######## sdram_port_arbiter ########
Figure 1. Placement by cell class (sdram_port_arbiter).
Bar = 50 µm. Fill, decap, tap and diode cells in grey.
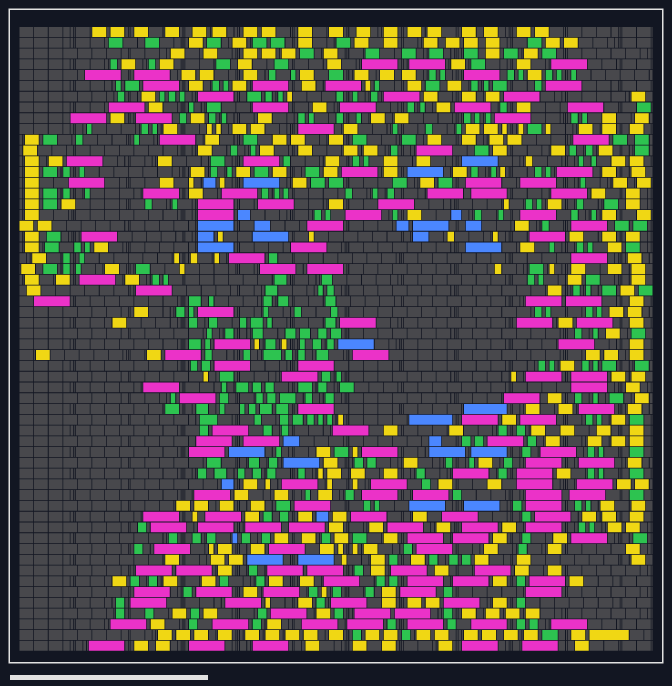

$ cat src/rtl/sdram_arb_pkg.sv
// Shared types and constants for the SDRAM two-master port arbiter.
package sdram_arb_pkg;

  // Default watchdog span; must exceed controller power-up plus init time.
  localparam int unsigned DefaultTimeout = 16384;

  // Transfer size encodings (3 is reserved and forwarded unchanged).
  localparam logic [1:0] SZ_BYTE = 2'd0;
  localparam logic [1:0] SZ_HALF = 2'd1;
  localparam logic [1:0] SZ_WORD = 2'd2;

  typedef enum logic [1:0] {
    StIdle,
    StBusy,
    StGap
  } arb_state_e;

  // One latched controller request.
  typedef struct packed {
    logic        rw;
    logic [31:0] addr;
    logic [31:0] wdata;
    logic [1:0]  size;
  } mem_req_t;

  // Fixed priority: the data port (m1) always wins. Returns 1 for m1.
  function automatic logic pick_fixed(input logic m0_req, input logic m1_req);
    pick_fixed = m1_req | ~m0_req;
  endfunction

  // Round robin: on a tie the master not granted last wins. Returns 1 for m1.
  function automatic logic pick_rr(input logic m0_req, input logic m1_req,
                                   input logic last_m1);
    if (m0_req && m1_req) begin
      pick_rr = ~last_m1;
    end else begin
      pick_rr = m1_req;
    end
  endfunction

endpackage

$ cat src/rtl/sdram_arb_timer.sv
// Transaction watchdog: counts busy cycles, saturates at TIMEOUT-1 and
// flags expiry so the arbiter can abort a request the controller never completes.
module sdram_arb_timer
  import sdram_arb_pkg::*;
#(
  parameter int unsigned TIMEOUT = DefaultTimeout
) (
  input  logic clk,
  input  logic reset,
  input  logic clr_i,
  input  logic en_i,
  output logic expire_o
);

  localparam int unsigned CntW = (TIMEOUT > 1) ? $clog2(TIMEOUT) : 1;
  localparam logic [CntW-1:0] CntMax = CntW'(TIMEOUT - 1);

  logic [CntW-1:0] cnt_q, cnt_d;

  assign expire_o = (cnt_q == CntMax);

  // Next count: clear on grant, otherwise advance while enabled until expiry.
  always_comb begin
    cnt_d = cnt_q;
    if (clr_i) begin
      cnt_d = '0;
    end else if (en_i && !expire_o) begin
      cnt_d = cnt_q + CntW'(1);
    end
  end

  // Counter register.
  always_ff @(posedge clk or posedge reset) begin
    if (reset) begin
      cnt_q <= '0;
    end else begin
      cnt_q <= cnt_d;
    end
  end

endmodule

$ cat src/rtl/sdram_port_arbiter.sv
// Two-master arbiter in front of the SDRAM controller. Latches one request,
// holds it on the controller lines until data_valid (or watchdog expiry), then
// acks the granted master and idles one cycle before the next grant.
// Optional feature: define SDRAM_ARB_RR_EN for round-robin arbitration;
// otherwise m1 has fixed priority over m0.
module sdram_port_arbiter
  import sdram_arb_pkg::*;
#(
  parameter int unsigned TIMEOUT = DefaultTimeout
) (
  input  logic        clk,
  input  logic        reset,
  input  logic        m0_req,
  input  logic        m0_rw,
  input  logic [31:0] m0_addr,
  input  logic [31:0] m0_wdata,
  input  logic [1:0]  m0_size,
  output logic        m0_ack,
  output logic        m0_err,
  output logic [31:0] m0_rdata,
  input  logic        m1_req,
  input  logic        m1_rw,
  input  logic [31:0] m1_addr,
  input  logic [31:0] m1_wdata,
  input  logic [1:0]  m1_size,
  output logic        m1_ack,
  output logic        m1_err,
  output logic [31:0] m1_rdata,
  output logic [31:0] mem_address,
  output logic        mem_rw_req,
  output logic        mem_rw,
  output logic [31:0] mem_write_data,
  output logic [1:0]  mem_size,
  input  logic [31:0] mem_read_data,
  input  logic        mem_data_valid
);

  arb_state_e  state_q, state_d;
  mem_req_t    mreq_q, mreq_d;
  logic        rw_req_q, rw_req_d;
  logic        grant_q, grant_d;   // 1 = m1 owns the current transaction
  logic        m0_ack_q, m0_ack_d, m1_ack_q, m1_ack_d;
  logic        m0_err_q, m0_err_d, m1_err_q, m1_err_d;
  logic [31:0] m0_rdata_q, m0_rdata_d, m1_rdata_q, m1_rdata_d;
  logic        pick;
  logic        timer_clr;
  logic        timer_en;
  logic        expire;
  mem_req_t    m0_in, m1_in;

`ifdef SDRAM_ARB_RR_EN
  logic        last_q, last_d;     // 1 = m1 was granted last
`endif

  assign m0_in = '{rw: m0_rw, addr: m0_addr, wdata: m0_wdata, size: m0_size};
  assign m1_in = '{rw: m1_rw, addr: m1_addr, wdata: m1_wdata, size: m1_size};

`ifdef SDRAM_ARB_RR_EN
  assign pick = pick_rr(m0_req, m1_req, last_q);
`else
  assign pick = pick_fixed(m0_req, m1_req);
`endif

  assign timer_en = (state_q == StBusy);

  sdram_arb_timer #(
    .TIMEOUT (TIMEOUT)
  ) u_timer (
    .clk      (clk),
    .reset    (reset),
    .clr_i    (timer_clr),
    .en_i     (timer_en),
    .expire_o (expire)
  );

  // Next-state and registered-output logic for the grant/busy/gap sequence.
  always_comb begin
    state_d    = state_q;
    mreq_d     = mreq_q;
    rw_req_d   = rw_req_q;
    grant_d    = grant_q;
    m0_ack_d   = 1'b0;
    m1_ack_d   = 1'b0;
    m0_err_d   = 1'b0;
    m1_err_d   = 1'b0;
    m0_rdata_d = '0;
    m1_rdata_d = '0;
    timer_clr  = 1'b0;
`ifdef SDRAM_ARB_RR_EN
    last_d     = last_q;
`endif

    unique case (state_q)
      StIdle: begin
        if (m0_req || m1_req) begin
          grant_d   = pick;
          mreq_d    = pick ? m1_in : m0_in;
          rw_req_d  = 1'b1;
          timer_clr = 1'b1;
          state_d   = StBusy;
`ifdef SDRAM_ARB_RR_EN
          last_d    = pick;
`endif
        end
      end
      StBusy: begin
        // data_valid takes precedence over a coincident watchdog expiry.
        if (mem_data_valid) begin
          rw_req_d = 1'b0;
          state_d  = StGap;
          if (grant_q) begin
            m1_ack_d   = 1'b1;
            m1_rdata_d = mem_read_data;
          end else begin
            m0_ack_d   = 1'b1;
            m0_rdata_d = mem_read_data;
          end
        end else if (expire) begin
          rw_req_d = 1'b0;
          state_d  = StGap;
          if (grant_q) begin
            m1_ack_d = 1'b1;
            m1_err_d = 1'b1;
          end else begin
            m0_ack_d = 1'b1;
            m0_err_d = 1'b1;
          end
        end
      end
      StGap: begin
        state_d = StIdle;
      end
      default: begin
        state_d  = StIdle;
        rw_req_d = 1'b0;
      end
    endcase
  end

  // State and output registers.
  always_ff @(posedge clk or posedge reset) begin
    if (reset) begin
      state_q    <= StIdle;
      mreq_q     <= '0;
      rw_req_q   <= 1'b0;
      grant_q    <= 1'b0;
      m0_ack_q   <= 1'b0;
      m1_ack_q   <= 1'b0;
      m0_err_q   <= 1'b0;
      m1_err_q   <= 1'b0;
      m0_rdata_q <= '0;
      m1_rdata_q <= '0;
    end else begin
      state_q    <= state_d;
      mreq_q     <= mreq_d;
      rw_req_q   <= rw_req_d;
      grant_q    <= grant_d;
      m0_ack_q   <= m0_ack_d;
      m1_ack_q   <= m1_ack_d;
      m0_err_q   <= m0_err_d;
      m1_err_q   <= m1_err_d;
      m0_rdata_q <= m0_rdata_d;
      m1_rdata_q <= m1_rdata_d;
    end
  end

`ifdef SDRAM_ARB_RR_EN
  // Round-robin pointer; reset value means m0 was granted last.
  always_ff @(posedge clk or posedge reset) begin
    if (reset) begin
      last_q <= 1'b0;
    end else begin
      last_q <= last_d;
    end
  end
`endif

  assign mem_address    = mreq_q.addr;
  assign mem_rw         = mreq_q.rw;
  assign mem_write_data = mreq_q.wdata;
  assign mem_size       = mreq_q.size;
  assign mem_rw_req     = rw_req_q;
  assign m0_ack         = m0_ack_q;
  assign m1_ack         = m1_ack_q;
  assign m0_err         = m0_err_q;
  assign m1_err         = m1_err_q;
  assign m0_rdata       = m0_rdata_q;
  assign m1_rdata       = m1_rdata_q;

endmodule

$ cat config.mk
export PLATFORM = sky130hd
export DESIGN_NAME = sdram_port_arbiter
export DESIGN_NICKNAME = d
export VERILOG_FILES = /design/src/rtl/sdram_arb_pkg.sv /design/src/rtl/sdram_arb_timer.sv /design/src/rtl/sdram_port_arbiter.sv
export SDC_FILE = /design/constraint.sdc
export NUM_CORES = 1
export LEC_CHECK = 0
export CAP_MARGIN = 20
export CELL_PAD_IN_SITES_DETAIL_PLACEMENT = 1
export CELL_PAD_IN_SITES_GLOBAL_PLACEMENT = 2
export CORE_MARGIN = 2
export CORE_UTILIZATION = 24
export DETAILED_ROUTE_END_ITERATION = 6
export GPL_TIMING_DRIVEN = 0
export HOLD_SLACK_MARGIN = 0.15
export PLACE_DENSITY = 0.87
export SYNTH_ARGS = -nofsm -noshare
export SYNTH_HDL_FRONTEND = slang
export SYNTH_SLANG_ARGS = --single-unit
$ cat constraint.sdc
create_clock -name clk -period 7 [get_ports clk]
set_input_delay 1.4 -clock clk [delete_from_list [all_inputs] [get_ports clk]]
set_output_delay 1.4 -clock clk [all_outputs]
set_load 0.02 [all_outputs]
######## command_scheduler_flat ########
==> src/rtl/sensor_pkg.sv <==
// rtl/sensor_pkg.sv - shared command/response codes and scheduler state encoding
package sensor_pkg;

    localparam logic [7:0] CMD_PING   = 8'h00;
    localparam logic [7:0] CMD_READ   = 8'h01;
    localparam logic [7:0] CMD_WRITE  = 8'h02;
    localparam logic [7:0] CMD_CONT_A = 8'h03;
    localparam logic [7:0] CMD_CONT_B = 8'h04;
    localparam logic [7:0] CMD_STOP_A = 8'h05;
    localparam logic [7:0] CMD_STOP_B = 8'h06;
    localparam logic [7:0] CMD_LAST   = CMD_STOP_B;

    localparam logic [7:0] RSP_STOP_ACK   = 8'h0A;
    localparam logic [7:0] RSP_SENSOR_ERR = 8'h1F;
    localparam logic [7:0] RSP_BAD_ADDR   = 8'hDF;
    localparam logic [7:0] RSP_BAD_CMD    = 8'hEF;
    localparam logic [7:0] RSP_PAD        = 8'h00;

    typedef enum logic [2:0] {
        ST_IDLE         = 3'd0,
        ST_CHECK        = 3'd1,
        ST_ISSUE        = 3'd2,
        ST_WAIT_SENSOR  = 3'd3,
        ST_LOAD_TX      = 3'd4,
        ST_WAIT_TX_ACK  = 3'd5,
        ST_WAIT_TX_DONE = 3'd6
    } state_t;

    function automatic logic is_known_cmd(input logic [7:0] cmd);
        return cmd <= CMD_LAST;
    endfunction

    function automatic logic is_cont_cmd(input logic [7:0] cmd);
        return (cmd == CMD_CONT_A) || (cmd == CMD_CONT_B);
    endfunction

    function automatic logic is_stop_cmd(input logic [7:0] cmd);
        return (cmd == CMD_STOP_A) || (cmd == CMD_STOP_B);
    endfunction

endpackage

==> src/rtl/command_scheduler_if.sv <==
// rtl/command_scheduler_if.sv - host, sensor and transmitter handshake bundle
interface command_scheduler_if;

    logic       rx_done;
    logic [7:0] rx_command;
    logic [7:0] rx_address;

    logic       sensor_start;
    logic [7:0] sensor_command;
    logic [7:0] sensor_address;
    logic       sensor_done;
    logic [7:0] sensor_resp_command;
    logic [7:0] sensor_resp_value;
    logic       sensor_error;

    logic       tx_start;
    logic [7:0] tx_command;
    logic [7:0] tx_value;
    logic       tx_busy;

    logic       busy;
    logic       overflow;

    // scheduler side
    modport master (
        input  rx_done, rx_command, rx_address,
        input  sensor_done, sensor_resp_command, sensor_resp_value, sensor_error,
        input  tx_busy,
        output sensor_start, sensor_command, sensor_address,
        output tx_start, tx_command, tx_value,
        output busy, overflow
    );

    // environment side (host receiver, sensor engine, transmitter)
    modport slave (
        output rx_done, rx_command, rx_address,
        output sensor_done, sensor_resp_command, sensor_resp_value, sensor_error,
        output tx_busy,
        input  sensor_start, sensor_command, sensor_address,
        input  tx_start, tx_command, tx_value,
        input  busy, overflow
    );

endinterface

==> src/rtl/cycle_timer.sv <==
// rtl/cycle_timer.sv - wrapping cycle counter with enable, clear and terminal count
module cycle_timer #(
    parameter int unsigned LIMIT = 100
) (
    input  logic clock,
    input  logic reset,
    input  logic enable,
    input  logic clear,
    output logic terminal
);

    localparam int W = (LIMIT > 1) ? $clog2(LIMIT) : 1;
    localparam logic [W-1:0] LAST = W'(LIMIT - 1);

    logic [W-1:0] count;

    assign terminal = enable && (count == LAST);

    // count while enabled, wrap to zero on the terminal cycle; clear wins
    always_ff @(posedge clock or posedge reset) begin
        if (reset) begin
            count <= '0;
        end else if (clear) begin
            count <= '0;
        end else if (enable) begin
            count <= terminal ? '0 : count + 1'b1;
        end
    end

endmodule

==> src/rtl/command_scheduler.sv <==
// rtl/command_scheduler.sv - host request scheduler for sensor transactions and UART replies
module command_scheduler
    import sensor_pkg::*;
#(
    parameter int unsigned TIMEOUT_CYCLES = 100_000_000,
    parameter int unsigned POLL_CYCLES    = 100_000_000,
    parameter int unsigned MAX_ADDRESS    = 31
) (
    input  logic                clock,
    input  logic                reset,
    command_scheduler_if.master bus
);

    localparam logic [7:0] MAX_ADDR8 = 8'(MAX_ADDRESS);

    state_t     state;
    state_t     state_next;

    logic       pend_valid;
    logic [7:0] pend_cmd;
    logic [7:0] pend_addr;
    logic       overflow;

    logic       slot_valid;
    logic [7:0] slot_cmd;
    logic [7:0] slot_addr;
    logic       poll_due;

    logic [7:0] req_cmd;
    logic [7:0] req_addr;
    logic       req_is_poll;

    logic [7:0] sensor_command;
    logic [7:0] sensor_address;
    logic [7:0] tx_command;
    logic [7:0] tx_value;
    logic       sensor_start;
    logic       tx_start;
    logic       busy;

    logic       poll_tc;
    logic       timeout_tc;

    // A host request waiting in the pending register always beats a poll.
    // While rx_done is high the request is not yet in the register, so the
    // poll is held back one cycle to let the host request land first.
    logic take_pending;
    logic take_poll;
    assign take_pending = (state == ST_IDLE) && pend_valid;
    assign take_poll    = (state == ST_IDLE) && !pend_valid && !bus.rx_done
                          && poll_due && slot_valid;

    logic chk_bad_addr;
    logic chk_bad_cmd;
    logic chk_stop;
    logic chk_reject;
    logic slot_load;
    logic slot_clear;
    assign chk_bad_addr = req_addr > MAX_ADDR8;
    assign chk_bad_cmd  = !is_known_cmd(req_cmd);
    assign chk_stop     = is_stop_cmd(req_cmd);
    assign chk_reject   = chk_bad_addr || chk_bad_cmd;
    assign slot_clear   = (state == ST_CHECK) && !chk_reject && chk_stop;
    // poll requests come from the slot itself, so they never reload it
    assign slot_load    = (state == ST_CHECK) && !chk_reject
                          && is_cont_cmd(req_cmd) && !req_is_poll;

    cycle_timer #(.LIMIT(POLL_CYCLES)) u_poll_timer (
        .clock    (clock),
        .reset    (reset),
        .enable   (slot_valid),
        .clear    (slot_load || slot_clear),
        .terminal (poll_tc)
    );

    cycle_timer #(.LIMIT(TIMEOUT_CYCLES)) u_timeout_timer (
        .clock    (clock),
        .reset    (reset),
        .enable   (state == ST_WAIT_SENSOR),
        .clear    (state == ST_ISSUE),
        .terminal (timeout_tc)
    );

    // state register
    always_ff @(posedge clock or posedge reset) begin
        if (reset) begin
            state <= ST_IDLE;
        end else begin
            state <= state_next;
        end
    end

    // next-state decode
    always_comb begin
        state_next = state;
        case (state)
            ST_IDLE:         if (take_pending || take_poll) state_next = ST_CHECK;
            ST_CHECK:        state_next = (chk_reject || chk_stop) ? ST_LOAD_TX : ST_ISSUE;
            ST_ISSUE:        state_next = ST_WAIT_SENSOR;
            ST_WAIT_SENSOR:  if (bus.sensor_done || timeout_tc) state_next = ST_LOAD_TX;
            ST_LOAD_TX:      if (!bus.tx_busy) state_next = ST_WAIT_TX_ACK;
            ST_WAIT_TX_ACK:  if (bus.tx_busy) state_next = ST_WAIT_TX_DONE;
            ST_WAIT_TX_DONE: if (!bus.tx_busy) state_next = ST_IDLE;
            default:         state_next = ST_IDLE;
        endcase
    end

    // strobes and status decoded from the current state
    always_comb begin
        sensor_start = (state == ST_ISSUE);
        tx_start     = (state == ST_LOAD_TX) && !bus.tx_busy;
        busy         = (state != ST_IDLE);
    end

    // one-deep pending register and sticky overflow; the IDLE hand-off frees
    // the slot in the same cycle, so a request arriving then is still kept
    always_ff @(posedge clock or posedge reset) begin
        if (reset) begin
            pend_valid <= 1'b0;
            pend_cmd   <= '0;
            pend_addr  <= '0;
            overflow   <= 1'b0;
        end else if (bus.rx_done) begin
            if (pend_valid && !take_pending) begin
                overflow <= 1'b1;
            end else begin
                pend_valid <= 1'b1;
                pend_cmd   <= bus.rx_command;
                pend_addr  <= bus.rx_address;
            end
        end else if (take_pending) begin
            pend_valid <= 1'b0;
        end
    end

    // request under service, continuous slot and poll scheduling
    always_ff @(posedge clock or posedge reset) begin
        if (reset) begin
            req_cmd     <= '0;
            req_addr    <= '0;
            req_is_poll <= 1'b0;
            slot_valid  <= 1'b0;
            slot_cmd    <= '0;
            slot_addr   <= '0;
            poll_due    <= 1'b0;
        end else begin
            if (take_pending) begin
                req_cmd     <= pend_cmd;
                req_addr    <= pend_addr;
                req_is_poll <= 1'b0;
            end else if (take_poll) begin
                req_cmd     <= slot_cmd;
                req_addr    <= slot_addr;
                req_is_poll <= 1'b1;
            end

            if (slot_clear) begin
                slot_valid <= 1'b0;
                slot_cmd   <= '0;
                slot_addr  <= '0;
            end else if (slot_load) begin
                slot_valid <= 1'b1;
                slot_cmd   <= req_cmd;
                slot_addr  <= req_addr;
            end

            if (slot_clear || slot_load) begin
                poll_due <= 1'b0;
            end else if (poll_tc) begin
                poll_due <= 1'b1;
            end else if (take_poll) begin
                poll_due <= 1'b0;
            end
        end
    end

    // sensor request and reply bytes; the reply is only rewritten while the
    // transmitter is idle, so it stays put for the whole transmission
    always_ff @(posedge clock or posedge reset) begin
        if (reset) begin
            sensor_command <= '0;
            sensor_address <= '0;
            tx_command     <= '0;
            tx_value       <= '0;
        end else if (state == ST_CHECK) begin
            if (chk_bad_addr) begin
                tx_command <= RSP_BAD_ADDR;
                tx_value   <= RSP_PAD;
            end else if (chk_bad_cmd) begin
                tx_command <= RSP_BAD_CMD;
                tx_value   <= RSP_PAD;
            end else if (chk_stop) begin
                tx_command <= RSP_STOP_ACK;
                tx_value   <= RSP_PAD;
            end else begin
                sensor_command <= req_cmd;
                sensor_address <= req_addr;
            end
        end else if (state == ST_WAIT_SENSOR) begin
            if (bus.sensor_done) begin
                tx_command <= bus.sensor_error ? RSP_SENSOR_ERR : bus.sensor_resp_command;
                tx_value   <= bus.sensor_error ? RSP_PAD : bus.sensor_resp_value;
            end else if (timeout_tc) begin
                tx_command <= RSP_SENSOR_ERR;
                tx_value   <= RSP_PAD;
            end
        end
    end

    assign bus.sensor_start   = sensor_start;
    assign bus.sensor_command = sensor_command;
    assign bus.sensor_address = sensor_address;
    assign bus.tx_start       = tx_start;
    assign bus.tx_command     = tx_command;
    assign bus.tx_value       = tx_value;
    assign bus.busy           = busy;
    assign bus.overflow       = overflow;

endmodule

==> src/flat_wrapper.sv <==
// flat-port wrapper written by rule: the top's interface ports become plain ports
module command_scheduler_flat import sensor_pkg::*;
#(
    parameter int unsigned TIMEOUT_CYCLES = 100_000_000,
    parameter int unsigned POLL_CYCLES    = 100_000_000,
    parameter int unsigned MAX_ADDRESS    = 31
)
  (clock, reset, bus_rx_done, bus_rx_command, bus_rx_address, bus_sensor_done, bus_sensor_resp_command, bus_sensor_resp_value, bus_sensor_error, bus_tx_busy, bus_sensor_start, bus_sensor_command, bus_sensor_address, bus_tx_start, bus_tx_command, bus_tx_value, bus_busy, bus_overflow);
  command_scheduler_if bus_i ();
  input  logic clock;
  input  logic reset;
  input wire logic [$bits(bus_i.rx_done)-1:0] bus_rx_done;
  input wire logic [$bits(bus_i.rx_command)-1:0] bus_rx_command;
  input wire logic [$bits(bus_i.rx_address)-1:0] bus_rx_address;
  input wire logic [$bits(bus_i.sensor_done)-1:0] bus_sensor_done;
  input wire logic [$bits(bus_i.sensor_resp_command)-1:0] bus_sensor_resp_command;
  input wire logic [$bits(bus_i.sensor_resp_value)-1:0] bus_sensor_resp_value;
  input wire logic [$bits(bus_i.sensor_error)-1:0] bus_sensor_error;
  input wire logic [$bits(bus_i.tx_busy)-1:0] bus_tx_busy;
  output wire logic [$bits(bus_i.sensor_start)-1:0] bus_sensor_start;
  output wire logic [$bits(bus_i.sensor_command)-1:0] bus_sensor_command;
  output wire logic [$bits(bus_i.sensor_address)-1:0] bus_sensor_address;
  output wire logic [$bits(bus_i.tx_start)-1:0] bus_tx_start;
  output wire logic [$bits(bus_i.tx_command)-1:0] bus_tx_command;
  output wire logic [$bits(bus_i.tx_value)-1:0] bus_tx_value;
  output wire logic [$bits(bus_i.busy)-1:0] bus_busy;
  output wire logic [$bits(bus_i.overflow)-1:0] bus_overflow;
  assign bus_i.rx_done = bus_rx_done;
  assign bus_i.rx_command = bus_rx_command;
  assign bus_i.rx_address = bus_rx_address;
  assign bus_i.sensor_done = bus_sensor_done;
  assign bus_i.sensor_resp_command = bus_sensor_resp_command;
  assign bus_i.sensor_resp_value = bus_sensor_resp_value;
  assign bus_i.sensor_error = bus_sensor_error;
  assign bus_i.tx_busy = bus_tx_busy;
  assign bus_sensor_start = bus_i.sensor_start;
  assign bus_sensor_command = bus_i.sensor_command;
  assign bus_sensor_address = bus_i.sensor_address;
  assign bus_tx_start = bus_i.tx_start;
  assign bus_tx_command = bus_i.tx_command;
  assign bus_tx_value = bus_i.tx_value;
  assign bus_busy = bus_i.busy;
  assign bus_overflow = bus_i.overflow;
  command_scheduler #(.TIMEOUT_CYCLES(TIMEOUT_CYCLES), .POLL_CYCLES(POLL_CYCLES), .MAX_ADDRESS(MAX_ADDRESS)) u_core (.clock(clock), .reset(reset), .bus(bus_i));
endmodule
==> config.mk <==
export PLATFORM = sky130hd
export DESIGN_NAME = command_scheduler_flat
export DESIGN_NICKNAME = d
export VERILOG_FILES = /design/src/rtl/sensor_pkg.sv /design/src/rtl/command_scheduler_if.sv /design/src/rtl/cycle_timer.sv /design/src/rtl/command_scheduler.sv /design/src/flat_wrapper.sv
export SDC_FILE = /design/constraint.sdc
export NUM_CORES = 1
export LEC_CHECK = 0
export CORE_MARGIN = 1
export CORE_UTILIZATION = 60
export CTS_BUF_LIST = sky130_fd_sc_hd__clkbuf_16
export CTS_CLUSTER_DIAMETER = 50
export DETAILED_ROUTE_END_ITERATION = 7
export PLACE_DENSITY_LB_ADDON = 0.2
export SLEW_MARGIN = 20
export SYNTH_ARGS = -nofsm -noshare
export SYNTH_HDL_FRONTEND = slang
export SYNTH_HIERARCHICAL = 1
export SYNTH_SLANG_ARGS = --single-unit
==> constraint.sdc <==
create_clock -name clock -period 4.3 [get_ports clock]
set_input_delay 0.645 -clock clock [delete_from_list [all_inputs] [get_ports clock]]
set_output_delay 0.645 -clock clock [all_outputs]
set_load 0.005 [all_outputs]
Figure 2. Clock wires, drivers and flops (sdram_port_arbiter).
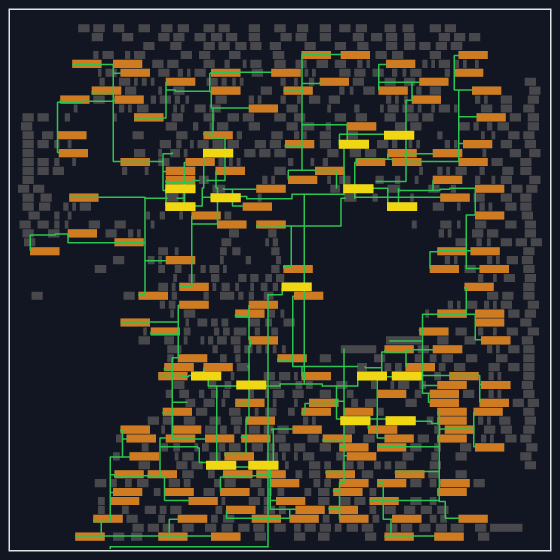
[orange] flip-flops | count: 153
[green] clock wires | length: 2,240 µm
[yellow] clock drivers | count: 17
routed clock nets: 18
Skew-Pair Late Insertion Delay: 0.42 ns
Clock net power: 956 µW
Layout Skew: 0.0164 ns
clock network fraction of total power: 25.2%

About Figure 1:
| colour | class | cells |
|---|---|---|
| yellow | other buffers and delay cells | 346 |
| magenta | flops | 153 |
| green | combinational and other logic | 352 |
| blue | clock drivers and dummy loads | 32 |

==> notes.md, sdram_port_arbiter <==
Item: results of the latest flow run.

- The flow ran to the end, and the final reports show no timing, DRC or antenna violations.
- The post-placement cell area is roughly 0.0097 mm².
- The synthesized area per cell is ~11 µm².
- Per the synth log, the flip-flop and latch total comes to between 150 and 200.
- The slowest stage of the critical path belongs to the cell clkbuf_1.
- The most frequently used flop master after synthesis is dfrtp_1.
- STA classifies the critical path startpoint as a primary input.
- OpenROAD emitted warnings numbering 28.
- The met3 global-route usage is under 10%.
- The synthesis run identifies the leading combinational cell family as simple AND/OR/NAND/NOR gates.
- Routing resource usage on met1 recorded by global route was about a fifth.
- Post-CTS repair ended up resizing 0 cells.
- Sorting the synthesized cells by how often they occur yields 153 x dfrtp_1, 78 x nand2_1, 72 x o21ai_0.
- The layout has 18 clock buffers.
- The fraction of area in clock buffers and inverters is ~5.9%.
- dfrtp_1 takes more of the synthesized area than any other cell.
- The clock-pin transition on the worst setup and hold timing paths is ~0.070 ns.
Figure 3. PDN straps and rails (command_scheduler_flat).
Pins as bars on the die edge. Tap cells in grey.
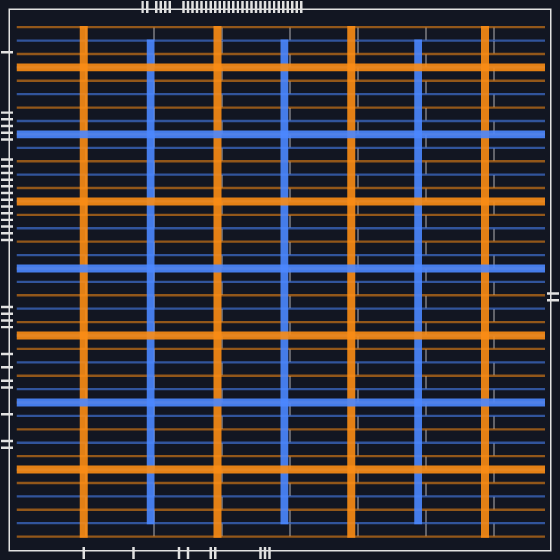
| colour | net |
|---|---|
| orange | VSS |
| blue | VDD |
tap cells: 140
rows: 38
signal pins: 74
met5 straps: 7

==> notes.md, command_scheduler_flat <==
Item: results of the latest flow run.

- The flow ran to the end, and the final reports show no timing, DRC or antenna violations.
- The required time of the critical path is 4.63 ns.
- The critical path's slowest cell is nor3_1.
- The cell type contributing the most total cell area after synthesis is dfrtp_1.
- Clock tree synthesis selected as its root buffer the cell clkbuf_16.
- Post-CTS timing repair inserted 0 buffers for setup.
- The synthesis log from Yosys contains 6 warnings.
- The cell area that synthesis handed to floorplanning was a little under 0.007 mm².
- For the worst flop-to-flop path, the logic depth is 9.
- The share of layout cells above drive strength 1 is approximately 15%.
- The element type at the critical path end is a flop.
- The layout has 27 inverters outside the clock class.
- The power in sequential cells is about 1800 µW.
- The launch point of the critical path was reported as u_core/req_addr[5].
- The number of combinational gates with multiple inputs is between 400 and 500.
- The setup TNS after final layout is 0 ns.
- The finished layout holds approximately 860 standard cells, fillers aside.
- The number of nets produced by synthesis is between 600 and 700.
- The post-placement cell area is around 0.0077 mm².
- The routed design shows a wire length per standard cell of ~17 µm.
- The met3 layer wire length in the routed design is 552 µm.
- The count of mapped cells out of synthesis is 636.
- The met2 routed wirelength is ~7700 µm.
- Global routing consumed, on the met2 layer, 45.2% of the routing resources.
- The number of buffer and inverter stages on the critical path is 1.
- The hold buffer count at CTS is 0.
- The minimum setup slack after placement is between 0.9 and 1 ns.
- The wire length of the first global-routing pass is about 25,000 µm.
- The share of the final layout cell area in multi-input gates is between 30% and 40%.
- The switching part of the total power is a little under a third.
- The die area is approximately 0.012 mm².
- The maximum number of pins on one net before global-route repair is 47.
- The largest cell class by area is registers.
- The detailed-route DRC error count is 0.
- The maximum number of buffers from clock root to sink is 2.
- For this run, the chip area from Yosys synthesis comes to around 0.0069 mm².
- The antenna diode count is 0.
- The area growth from synthesis to layout is 19.2%.
- The most critical min-delay path falls under flop to flop.


==> screenshots <==
Cell outlines without signal wires.
picture 1
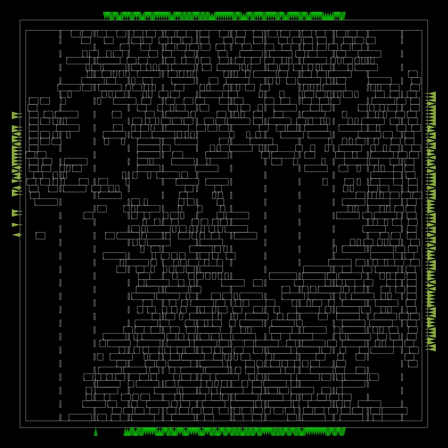
picture 2
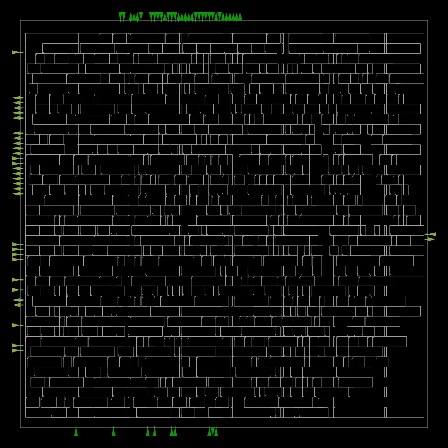
For command_scheduler_flat, see picture 2.
For sdram_port_arbiter, see picture 1.

Power is estimated from default activity; no workload was simulated.
